# ---- block 1 ----
block_1/io_fan.png
(1.5 px per um)
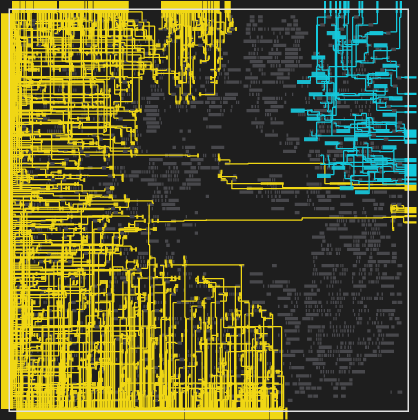

==> src/rtl/h2c_chk_pkg.sv <==
// ---------------------------------------------------------------------------
// h2c_chk_pkg
// Shared types and constants for the H2C streaming data checker.
//   state_t        : controller states (IDLE, SOP, MID)
//   LFSR_SEED/TAPS : backpressure LFSR constants, used only when the
//                    H2C_CHK_BP_EN macro is defined
//   lane_expected  : expected pattern value for one lane of one beat
// ---------------------------------------------------------------------------
package h2c_chk_pkg;

   typedef enum logic [1:0] {
      IDLE = 2'd0,
      SOP  = 2'd1,
      MID  = 2'd2
   } state_t;

   // Fibonacci LFSR, taps 16,14,13,11 -> bit positions 15,13,12,10
   localparam logic [15:0] LFSR_SEED = 16'hACE1;
   localparam logic [15:0] LFSR_TAPS = 16'hB400;

   // Untruncated expected value b*LANES + i; the caller keeps the low
   // PATT_WIDTH bits, which gives the silent wrap of the pattern.
   function automatic logic [31:0] lane_expected(input logic [31:0]   beat,
                                                 input int unsigned   lanes,
                                                 input int unsigned   lane);
      return beat * lanes + lane;
   endfunction

endpackage

==> src/rtl/h2c_chk_lanes.sv <==
// ---------------------------------------------------------------------------
// h2c_chk_lanes
// Combinational per-lane compare of one H2C beat against the incrementing
// pattern. A lane whose keep byte is clear always matches.
// Ports:
//   tdata  in  DATA_WIDTH      beat data
//   tkeep  in  DATA_WIDTH/8    byte valid; first byte of each lane qualifies it
//   beat   in  32              beat index within the packet
//   match  out LANES           per-lane match vector
// ---------------------------------------------------------------------------
module h2c_chk_lanes #(
   parameter int DATA_WIDTH = 512,
   parameter int PATT_WIDTH = 16
) (
   input  logic [DATA_WIDTH-1:0]              tdata,
   input  logic [DATA_WIDTH/8-1:0]            tkeep,
   input  logic [31:0]                        beat,
   output logic [DATA_WIDTH/PATT_WIDTH-1:0]   match
);
   import h2c_chk_pkg::*;

   localparam int LANES = DATA_WIDTH / PATT_WIDTH;

   // Only the first keep byte of each lane is looked at; the rest are
   // collected here so they are visibly consumed.
   logic unused_keep;
   assign unused_keep = ^tkeep;

   // One comparator per lane, each against its own pattern value
   generate
      for (genvar i = 0; i < LANES; i++) begin : g_lane
         logic [PATT_WIDTH-1:0] exp_lane;
         logic                  lane_keep;
         assign exp_lane  = PATT_WIDTH'(lane_expected(beat, LANES, i));
         assign lane_keep = tkeep[i*PATT_WIDTH/8];
         assign match[i]  = ~lane_keep |
                            (tdata[i*PATT_WIDTH +: PATT_WIDTH] == exp_lane);
      end
   endgenerate

endmodule

==> src/rtl/h2c_chk_ctrl.sv <==
// ---------------------------------------------------------------------------
// h2c_chk_ctrl
// Sink-side controller of the H2C streaming data checker. Accepts the AXI-ST
// H2C stream, checks each beat against the incrementing pattern, sequences
// packet boundaries and keeps packet/error statistics.
// Optional feature: define H2C_CHK_BP_EN to throttle tready with a 16-bit
// LFSR while running (source backpressure exercise).
// Ports:
//   axi_aclk, axi_aresetn   clock, asynchronous active-low reset
//   ctrl_run                checker enable (level)
//   ctrl_clr                pulse, clears statistics and sticky error
//   s_axis_*                H2C AXI-ST sink (tdata/tkeep/tlast/tuser_qid/
//                           tvalid in, tready out)
//   pkt_done, pkt_ok        per-packet result pulse and its qualifier
//   err_sticky, err_qid     first-error flag and the qid that caused it
//   pkt_cnt, err_pkt_cnt    saturating packet / errored-packet counters
// ---------------------------------------------------------------------------
module h2c_chk_ctrl #(
   parameter int DATA_WIDTH = 512,
   parameter int PATT_WIDTH = 16,
   parameter int QID_WIDTH  = 11,
   parameter int CNT_WIDTH  = 32
) (
   input  logic                     axi_aclk,
   input  logic                     axi_aresetn,
   input  logic                     ctrl_run,
   input  logic                     ctrl_clr,
   input  logic [DATA_WIDTH-1:0]    s_axis_tdata,
   input  logic [DATA_WIDTH/8-1:0]  s_axis_tkeep,
   input  logic                     s_axis_tlast,
   input  logic [QID_WIDTH-1:0]     s_axis_tuser_qid,
   input  logic                     s_axis_tvalid,
   output logic                     s_axis_tready,
   output logic                     pkt_done,
   output logic                     pkt_ok,
   output logic                     err_sticky,
   output logic [QID_WIDTH-1:0]     err_qid,
   output logic [CNT_WIDTH-1:0]     pkt_cnt,
   output logic [CNT_WIDTH-1:0]     err_pkt_cnt
);
   import h2c_chk_pkg::*;

   localparam int LANES = DATA_WIDTH / PATT_WIDTH;

   state_t                 state;
   state_t                 state_nxt;
   logic                   at_boundary;
   logic [31:0]            beat_cnt;
   logic [QID_WIDTH-1:0]   pkt_qid;
   logic                   ready_en;
   logic                   accept;
   logic                   checking;
   logic                   is_sop;
   logic [LANES-1:0]       lane_match;

   logic                   s1_valid;
   logic                   s1_last;
   logic [LANES-1:0]       s1_match;
   logic [QID_WIDTH-1:0]   s1_qid;

   logic                   pkt_err_acc;
   logic                   beat_ok;
   logic                   pkt_close;
   logic                   pkt_bad;

   assign accept   = s_axis_tvalid & s_axis_tready;
   assign checking = accept & (state != IDLE);
   assign is_sop   = (state == SOP);

   // tready stays low while in reset and rises on the first clock after it,
   // so every output reads 0 during reset.
   always_ff @(posedge axi_aclk or negedge axi_aresetn) begin
      if (!axi_aresetn) ready_en <= 1'b0;
      else              ready_en <= 1'b1;
   end

`ifdef H2C_CHK_BP_EN
   logic [15:0] lfsr;

   // Free-running LFSR; its low bit stalls the stream on roughly half of
   // the cycles, but only while the checker is running.
   always_ff @(posedge axi_aclk or negedge axi_aresetn) begin
      if (!axi_aresetn) lfsr <= LFSR_SEED;
      else              lfsr <= {lfsr[14:0], ^(lfsr & LFSR_TAPS)};
   end

   assign s_axis_tready = ready_en & (~lfsr[0] | ~ctrl_run);
`else
   assign s_axis_tready = ready_en;
`endif

   // Remembers whether the stream sits between packets: true out of reset,
   // then tracks tlast of every accepted beat, checked or not.
   always_ff @(posedge axi_aclk or negedge axi_aresetn) begin
      if (!axi_aresetn)  at_boundary <= 1'b1;
      else if (accept)   at_boundary <= s_axis_tlast;
   end

   // Next-state logic. IDLE only arms at a packet boundary; a beat accepted
   // in the arming cycle counts, so a non-last beat keeps us in IDLE.
   // Dropping ctrl_run lets a packet in progress finish before IDLE.
   always_comb begin
      state_nxt = state;
      unique case (state)
         IDLE: begin
            if (ctrl_run && (accept ? s_axis_tlast : at_boundary))
               state_nxt = SOP;
         end
         SOP: begin
            if (accept) begin
               if (!s_axis_tlast)  state_nxt = MID;
               else if (!ctrl_run) state_nxt = IDLE;
            end else if (!ctrl_run) begin
               state_nxt = IDLE;
            end
         end
         MID: begin
            if (accept && s_axis_tlast)
               state_nxt = ctrl_run ? SOP : IDLE;
         end
         default: state_nxt = IDLE;
      endcase
   end

   // State register
   always_ff @(posedge axi_aclk or negedge axi_aresetn) begin
      if (!axi_aresetn) state <= IDLE;
      else              state <= state_nxt;
   end

   // Beat index within the packet; zero whenever a packet is about to start,
   // so the SOP beat is always checked as beat 0.
   always_ff @(posedge axi_aclk or negedge axi_aresetn) begin
      if (!axi_aresetn)        beat_cnt <= 32'd0;
      else if (state == IDLE)  beat_cnt <= 32'd0;
      else if (checking)       beat_cnt <= s_axis_tlast ? 32'd0 : beat_cnt + 32'd1;
   end

   // Packet qid, taken from the first beat
   always_ff @(posedge axi_aclk or negedge axi_aresetn) begin
      if (!axi_aresetn)         pkt_qid <= '0;
      else if (checking && is_sop) pkt_qid <= s_axis_tuser_qid;
   end

   h2c_chk_lanes #(
      .DATA_WIDTH (DATA_WIDTH),
      .PATT_WIDTH (PATT_WIDTH)
   ) u_lanes (
      .tdata (s_axis_tdata),
      .tkeep (s_axis_tkeep),
      .beat  (beat_cnt),
      .match (lane_match)
   );

   // Stage 1: register the lane compare vector with its tlast and qid.
   // The SOP beat carries its own qid since pkt_qid loads in parallel.
   always_ff @(posedge axi_aclk or negedge axi_aresetn) begin
      if (!axi_aresetn) begin
         s1_valid <= 1'b0;
         s1_last  <= 1'b0;
         s1_match <= '0;
         s1_qid   <= '0;
      end else begin
         s1_valid <= checking;
         s1_last  <= s_axis_tlast;
         s1_match <= lane_match;
         s1_qid   <= is_sop ? s_axis_tuser_qid : pkt_qid;
      end
   end

   assign beat_ok   = &s1_match;
   assign pkt_close = s1_valid & s1_last;
   assign pkt_bad   = pkt_err_acc | ~beat_ok;

   // Stage 2: fold each beat into the packet error flag and emit the
   // per-packet result. ctrl_clr does not touch this path, so packets
   // already in flight still report.
   always_ff @(posedge axi_aclk or negedge axi_aresetn) begin
      if (!axi_aresetn) begin
         pkt_err_acc <= 1'b0;
         pkt_done    <= 1'b0;
         pkt_ok      <= 1'b0;
      end else begin
         pkt_done <= pkt_close;
         pkt_ok   <= pkt_close & ~pkt_bad;
         if (s1_valid)
            pkt_err_acc <= s1_last ? 1'b0 : pkt_bad;
      end
   end

   // Statistics, updated on the same edge that raises pkt_done. Clear has
   // priority over a concurrent packet close; counters saturate.
   always_ff @(posedge axi_aclk or negedge axi_aresetn) begin
      if (!axi_aresetn) begin
         pkt_cnt     <= '0;
         err_pkt_cnt <= '0;
         err_sticky  <= 1'b0;
         err_qid     <= '0;
      end else if (ctrl_clr) begin
         pkt_cnt     <= '0;
         err_pkt_cnt <= '0;
         err_sticky  <= 1'b0;
         err_qid     <= '0;
      end else begin
         if (pkt_close && (pkt_cnt != '1))
            pkt_cnt <= pkt_cnt + CNT_WIDTH'(1);
         if (pkt_close && pkt_bad && (err_pkt_cnt != '1))
            err_pkt_cnt <= err_pkt_cnt + CNT_WIDTH'(1);
         if (s1_valid && !beat_ok && !err_sticky) begin
            err_sticky <= 1'b1;
            err_qid    <= s1_qid;
         end
      end
   end

endmodule
==> config.mk <==
export PLATFORM = sky130hd
export DESIGN_NAME = h2c_chk_ctrl
export DESIGN_NICKNAME = d
export VERILOG_FILES = /design/src/rtl/h2c_chk_pkg.sv /design/src/rtl/h2c_chk_lanes.sv /design/src/rtl/h2c_chk_ctrl.sv
export SDC_FILE = /design/constraint.sdc
export NUM_CORES = 1
export LEC_CHECK = 0
export ABC_AREA = 1
export ABC_CLOCK_PERIOD_IN_PS = 1900
export CORE_AREA = 3 3 262 264
export CTS_BUF_LIST = sky130_fd_sc_hd__clkbuf_16
export DETAILED_ROUTE_END_ITERATION = 7
export DIE_AREA = 0 0 265 267
export HOLD_SLACK_MARGIN = 0.03
export PLACE_DENSITY_LB_ADDON = 0.08
export RECOVER_POWER = 100
export SKIP_LAST_GASP = 1
export SYNTH_ARGS = -nofsm -noshare
export SYNTH_HDL_FRONTEND = slang
export SYNTH_HIERARCHICAL = 1
export SYNTH_SLANG_ARGS = --single-unit
==> constraint.sdc <==
create_clock -name axi_aclk -period 1.9 [get_ports axi_aclk]
set_input_delay 0.19 -clock axi_aclk [delete_from_list [all_inputs] [get_ports axi_aclk]]
set_output_delay 0.19 -clock axi_aclk [all_outputs]
set_load 0.02 [all_outputs]
# ---- block 2 ----
==> src/rtl/traffic_ctrl_pkg.sv <==
// Shared types and default timing for the multi-approach traffic controller.
// The phase encoding is fixed; S_FLASH exists even when flashing is compiled out.
package traffic_ctrl_pkg;

    typedef enum logic [2:0] {
        S_ALL_RED    = 3'd0,
        S_RED_YELLOW = 3'd1,
        S_GREEN      = 3'd2,
        S_YELLOW     = 3'd3,
        S_FLASH      = 3'd4
    } t_phase;

    localparam int NUM_DIR_DEF      = 2;
    localparam int CNT_W_DEF        = 10;
    localparam int T_RED_YELLOW_DEF = 3;
    localparam int T_GREEN_DEF      = 3;
    localparam int T_YELLOW_DEF     = 3;
    localparam int T_ALL_RED_DEF    = 2;
    localparam int T_FLASH_DEF      = 4;

endpackage

==> src/rtl/traffic_ctrl_multi_rr_next_dir.sv <==
// Circular priority search: first approach with demand after the current one,
// falling back to current+1 when nobody is waiting.
module rr_next_dir #(
    parameter  int NUM_DIR = 2,
    localparam int DIR_W   = $clog2(NUM_DIR)
) (
    input  logic [NUM_DIR-1:0] i_demand,
    input  logic [DIR_W-1:0]   i_cur_dir,
    output logic [DIR_W-1:0]   o_next_dir
);

    function automatic logic [DIR_W-1:0] step(input logic [DIR_W-1:0] d, input int k);
        int s;
        s = (int'(d) + k) % NUM_DIR;
        return DIR_W'(s);
    endfunction

    // Scan from farthest to nearest so the nearest requester overrides the rest;
    // the current approach (k == NUM_DIR) has the lowest priority.
    always_comb begin
        o_next_dir = step(i_cur_dir, 1);
        for (int k = NUM_DIR; k >= 1; k--) begin
            o_next_dir = i_demand[step(i_cur_dir, k)] ? step(i_cur_dir, k) : o_next_dir;
        end
    end

endmodule

==> src/rtl/traffic_ctrl_multi.sv <==
// Round-robin multi-approach traffic-light controller with all-red clearance.
// Optional night flashing mode is built when TRAFFIC_CTRL_FLASH_EN is defined.
module traffic_ctrl_multi
    import traffic_ctrl_pkg::*;
#(
    parameter  int NUM_DIR      = NUM_DIR_DEF,
    parameter  int CNT_W        = CNT_W_DEF,
    parameter  int T_RED_YELLOW = T_RED_YELLOW_DEF,
    parameter  int T_GREEN      = T_GREEN_DEF,
    parameter  int T_YELLOW     = T_YELLOW_DEF,
    parameter  int T_ALL_RED    = T_ALL_RED_DEF,
    parameter  int T_FLASH      = T_FLASH_DEF,
    localparam int DIR_W        = $clog2(NUM_DIR)
) (
    input  logic               clk,
    input  logic               rst,
    input  logic [NUM_DIR-1:0] demand_i,
    input  logic               flash_i,
    output logic [NUM_DIR-1:0] red_o,
    output logic [NUM_DIR-1:0] yellow_o,
    output logic [NUM_DIR-1:0] green_o,
    output logic [DIR_W-1:0]   active_dir_o,
    output logic [2:0]         phase_o
);

    t_phase             r_phase;
    t_phase             w_phase_nxt;
    logic [CNT_W-1:0]   r_cnt;
    logic [CNT_W-1:0]   w_cnt_nxt;
    logic [CNT_W-1:0]   w_tlim;
    logic               w_last;
    logic [DIR_W-1:0]   r_dir;
    logic [DIR_W-1:0]   w_dir_nxt;
    logic [DIR_W-1:0]   w_rr_dir;
    logic [NUM_DIR-1:0] w_dir_oh;

`ifdef TRAFFIC_CTRL_FLASH_EN
    logic r_flash_yel;
    logic w_flash_yel_nxt;
`else
    logic w_unused_flash;
    assign w_unused_flash = flash_i;
`endif

    rr_next_dir #(
        .NUM_DIR (NUM_DIR)
    ) u_rr_next_dir (
        .i_demand   (demand_i),
        .i_cur_dir  (r_dir),
        .o_next_dir (w_rr_dir)
    );

    // Last count value of the current phase.
    always_comb begin
        case (r_phase)
            S_ALL_RED:    w_tlim = CNT_W'(T_ALL_RED - 1);
            S_RED_YELLOW: w_tlim = CNT_W'(T_RED_YELLOW - 1);
            S_GREEN:      w_tlim = CNT_W'(T_GREEN - 1);
            S_YELLOW:     w_tlim = CNT_W'(T_YELLOW - 1);
            S_FLASH:      w_tlim = CNT_W'(T_FLASH - 1);
            default:      w_tlim = {CNT_W{1'b0}};
        endcase
    end

    assign w_last = (r_cnt == w_tlim);

    // Phase sequencing; the next approach is only chosen at the end of all-red.
    always_comb begin
        w_phase_nxt = r_phase;
        w_cnt_nxt   = w_last ? {CNT_W{1'b0}} : r_cnt + CNT_W'(1);
        w_dir_nxt   = r_dir;
`ifdef TRAFFIC_CTRL_FLASH_EN
        w_flash_yel_nxt = r_flash_yel;
`endif
        case (r_phase)
            S_ALL_RED: begin
                if (w_last) begin
`ifdef TRAFFIC_CTRL_FLASH_EN
                    if (flash_i) begin
                        w_phase_nxt     = S_FLASH;
                        w_flash_yel_nxt = 1'b1;
                    end else begin
                        w_phase_nxt = S_RED_YELLOW;
                        w_dir_nxt   = w_rr_dir;
                    end
`else
                    w_phase_nxt = S_RED_YELLOW;
                    w_dir_nxt   = w_rr_dir;
`endif
                end else begin
                    w_phase_nxt = S_ALL_RED;
                end
            end
            S_RED_YELLOW: w_phase_nxt = w_last ? S_GREEN   : S_RED_YELLOW;
            S_GREEN:      w_phase_nxt = w_last ? S_YELLOW  : S_GREEN;
            S_YELLOW:     w_phase_nxt = w_last ? S_ALL_RED : S_YELLOW;
`ifdef TRAFFIC_CTRL_FLASH_EN
            S_FLASH: begin
                if (!flash_i) begin
                    w_phase_nxt = S_ALL_RED;
                    w_cnt_nxt   = {CNT_W{1'b0}};
                end else begin
                    w_phase_nxt     = S_FLASH;
                    w_flash_yel_nxt = w_last ? ~r_flash_yel : r_flash_yel;
                end
            end
`endif
            default: begin
                w_phase_nxt = S_ALL_RED;
                w_cnt_nxt   = {CNT_W{1'b0}};
            end
        endcase
    end

    // State register; reset parks on the last approach so approach 0 is searched first.
    always_ff @(posedge clk) begin
        if (rst) begin
            r_phase <= S_ALL_RED;
            r_cnt   <= {CNT_W{1'b0}};
            r_dir   <= DIR_W'(NUM_DIR - 1);
        end else begin
            r_phase <= w_phase_nxt;
            r_cnt   <= w_cnt_nxt;
            r_dir   <= w_dir_nxt;
        end
    end

`ifdef TRAFFIC_CTRL_FLASH_EN
    // Flash half-period lamp state.
    always_ff @(posedge clk) begin
        if (rst) begin
            r_flash_yel <= 1'b0;
        end else begin
            r_flash_yel <= w_flash_yel_nxt;
        end
    end
`endif

    assign w_dir_oh = {{(NUM_DIR - 1){1'b0}}, 1'b1} << r_dir;

    // Lamp decode: non-active approaches always see red, only the active one gets green.
    always_comb begin
        red_o    = {NUM_DIR{1'b1}};
        yellow_o = {NUM_DIR{1'b0}};
        green_o  = {NUM_DIR{1'b0}};
        case (r_phase)
            S_ALL_RED:    red_o = {NUM_DIR{1'b1}};
            S_RED_YELLOW: yellow_o = w_dir_oh;
            S_GREEN: begin
                red_o   = ~w_dir_oh;
                green_o = w_dir_oh;
            end
            S_YELLOW: begin
                red_o    = ~w_dir_oh;
                yellow_o = w_dir_oh;
            end
`ifdef TRAFFIC_CTRL_FLASH_EN
            S_FLASH: begin
                red_o    = {NUM_DIR{1'b0}};
                yellow_o = {NUM_DIR{r_flash_yel}};
            end
`endif
            default: red_o = {NUM_DIR{1'b1}};
        endcase
    end

    assign active_dir_o = r_dir;
    assign phase_o      = r_phase;

endmodule

==> config.mk <==
export PLATFORM = sky130hd
export DESIGN_NAME = traffic_ctrl_multi
export DESIGN_NICKNAME = d
export VERILOG_FILES = /design/src/rtl/traffic_ctrl_pkg.sv /design/src/rtl/traffic_ctrl_multi_rr_next_dir.sv /design/src/rtl/traffic_ctrl_multi.sv
export SDC_FILE = /design/constraint.sdc
export NUM_CORES = 1
export LEC_CHECK = 0
export CELL_PAD_IN_SITES_DETAIL_PLACEMENT = 0
export CELL_PAD_IN_SITES_GLOBAL_PLACEMENT = 1
export CORE_MARGIN = 5
export CORE_UTILIZATION = 38
export DETAILED_ROUTE_END_ITERATION = 12
export GPL_TIMING_DRIVEN = 0
export PLACE_DENSITY = 0.77
export SYNTH_ARGS = -nofsm -noshare
export SYNTH_HDL_FRONTEND = slang
export SYNTH_HIERARCHICAL = 1
export SYNTH_SLANG_ARGS = --single-unit
==> constraint.sdc <==
create_clock -name clk -period 2.1 [get_ports clk]
set_input_delay 0.525 -clock clk [delete_from_list [all_inputs] [get_ports clk]]
set_output_delay 0.525 -clock clk [all_outputs]
set_load 0.1 [all_outputs]
block_2/layer_met1.png
(12 px per um) Supply wires on this layer in grey.
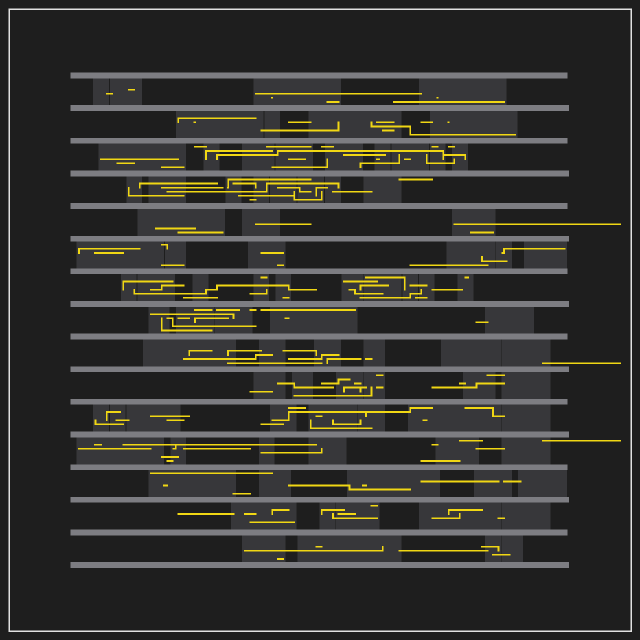
longest straight run: 16.1 um
wire length on this layer: 563 um
aggregate routed wire length: 1210 um
M1 GR Usage: 0.116

==> reports/metrics.cfg, block 2 <==
[setup_path]
startpoint = phase_o[1]
r2r_end = r_cnt[2]
cp_slowest_cell = clkdlybuf4s15_1
crit_end = phase_o[1]

[sta]
skew_ns = 0.00270
setup-violations-final = 0
tightest_slew_ns = 0.945

[synthesis]
synth_flops = 13
yosysWarnings = 6
edf_count = 0
ys_area_sq_um = 661
synth_cell_type_count = 28

[power]
comb_cell_power_uw = 488
p_clk_uw = 150

[die]
core_sq_um = 1690
chipHeight_um = 51.7

[clocking]
htreeDepth = 1
post_cts_buffers = 0
clock_sinks = 13

[routing]
routed-via-count = 535
wl_per_cell_um = 11.4
drc_errors = 0
avgViaCountPerCell = 5.05
met2_length_um = 526
met1Wirelength_um = 562

[global_routing]
gr-usage-met3 = 0.0344

[layout]
design_area_sq_um = 862
ff_count = 13
fin_util = 0.510
largest_reg_flops = 10
comb_share = 0.466
seq_share = 0.309
final_cells = 106
largest_register = r_cnt

[job]
drv_cap = 0

[outcome]
status = completed

[place]
dp.cells = 102

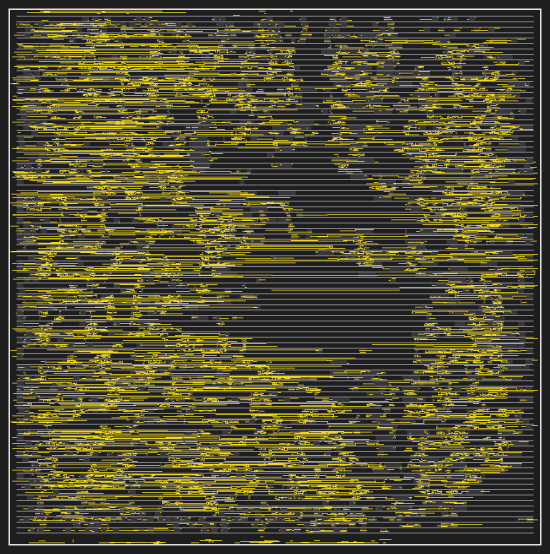
block_1/layer_met1.png
(2 px per um) Supply wires on this layer in grey.
main direction: horizontal
share of all routed wire: 40%
nets with wire on the layer: 3,749
longest straight run: 90.6 um
aggregate routed wire length: 79,500 um
Vias: 18,600
M1 GR Usage: 0.253

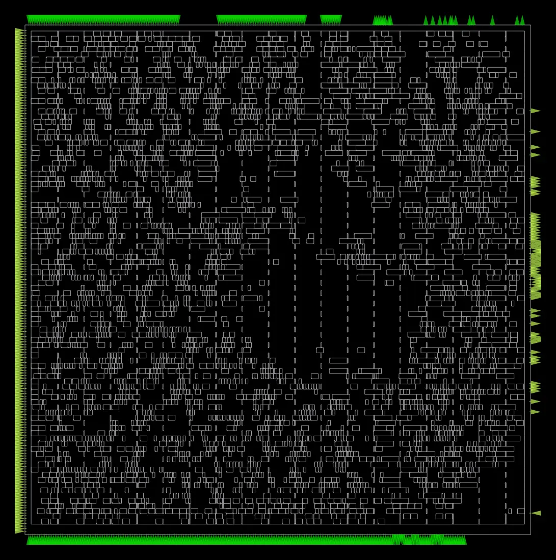
block_1/placement.png
Seq/total area: 0.158
final cell count without fillers: 4,448
num rows: 95
filler instances: 7,307
seq_cells: 150

## Picture notes: block_1/io_fan.png
legend:
  pkt_cnt:
    colour: cyan
    bits: 32
    direction: output
    end_cells: 32
    buffers: 52
    wire: 2,430 um
  s_axis_tdata:
    colour: yellow
    bits: 512
    direction: input
    end_cells: 726
    buffers: 512
    wire: 27.0 mm
io pins: 672
port buffer count: 639

==> reports/metrics.cfg, block 1 <==
[job]
drv_cap = 0

[die]
core_sq_um = 66800
initial_utilization = 0.227
die_width_um = 265

[routing]
ant_nets = 0
met1Wirelength_um = 31900

[place]
place.gp.congestion = 0.924

[sta]
whs_ns = 0.225
setup-violations-final = 0
slew_headroom = 0.182

[power]
power.total_mw = 9.98

[setup_path]
critPathMaxFanout = 5
path_class = reg -> out

[layout]
nonClkBufAreaFrac = 0.314
clkbuf_count = 17

[outcome]
status = completed


==> layout pictures side by side <==
Local utilization.
image #1
(8 px per um) 10 x 10 tiles, from dark blue (low) to red (high), 0 to 100% covered.
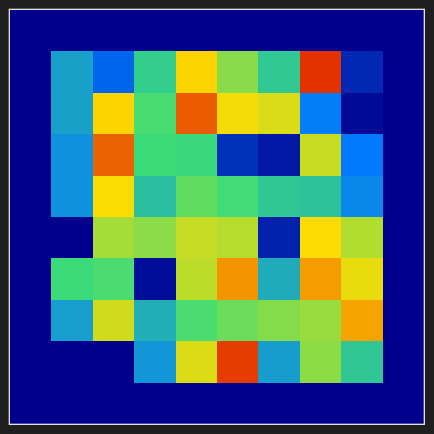
image #2
(1.5 px per um) 26 x 27 tiles, from dark blue (low) to red (high), 0 to 100% covered.
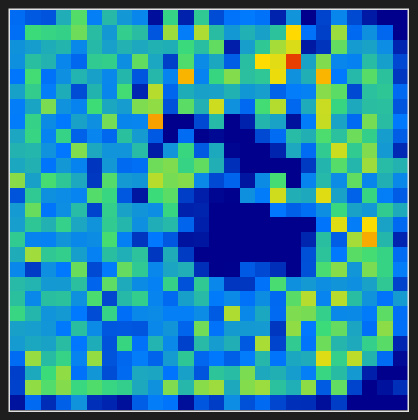
- highest utilization: image #1
- largest die: image #2
Block 2 is image #1.
Block 1 is image #2.

Key to image #2:
fullest tile: 93%
emptiest ninth of the die: centre
tiles over 75% full: 0.90%
mean over tiles: 32%
nearly empty tiles: 8.0%



==> screenshots <==
Drive-strength map.
panel A
(8 px per um)
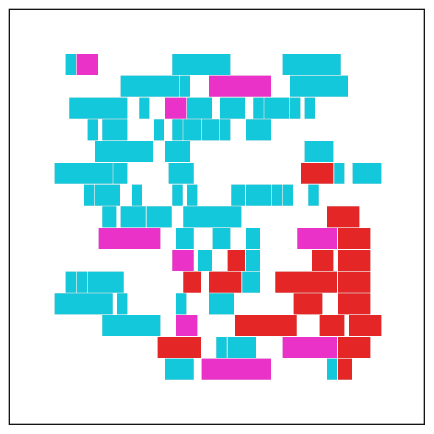
panel B
(1.5 px per um)
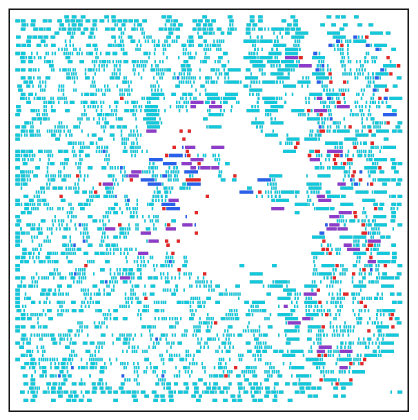
panel B -> block 1
panel A -> block 2
The one with the largest die is panel B.
The one with the most cells is panel B.

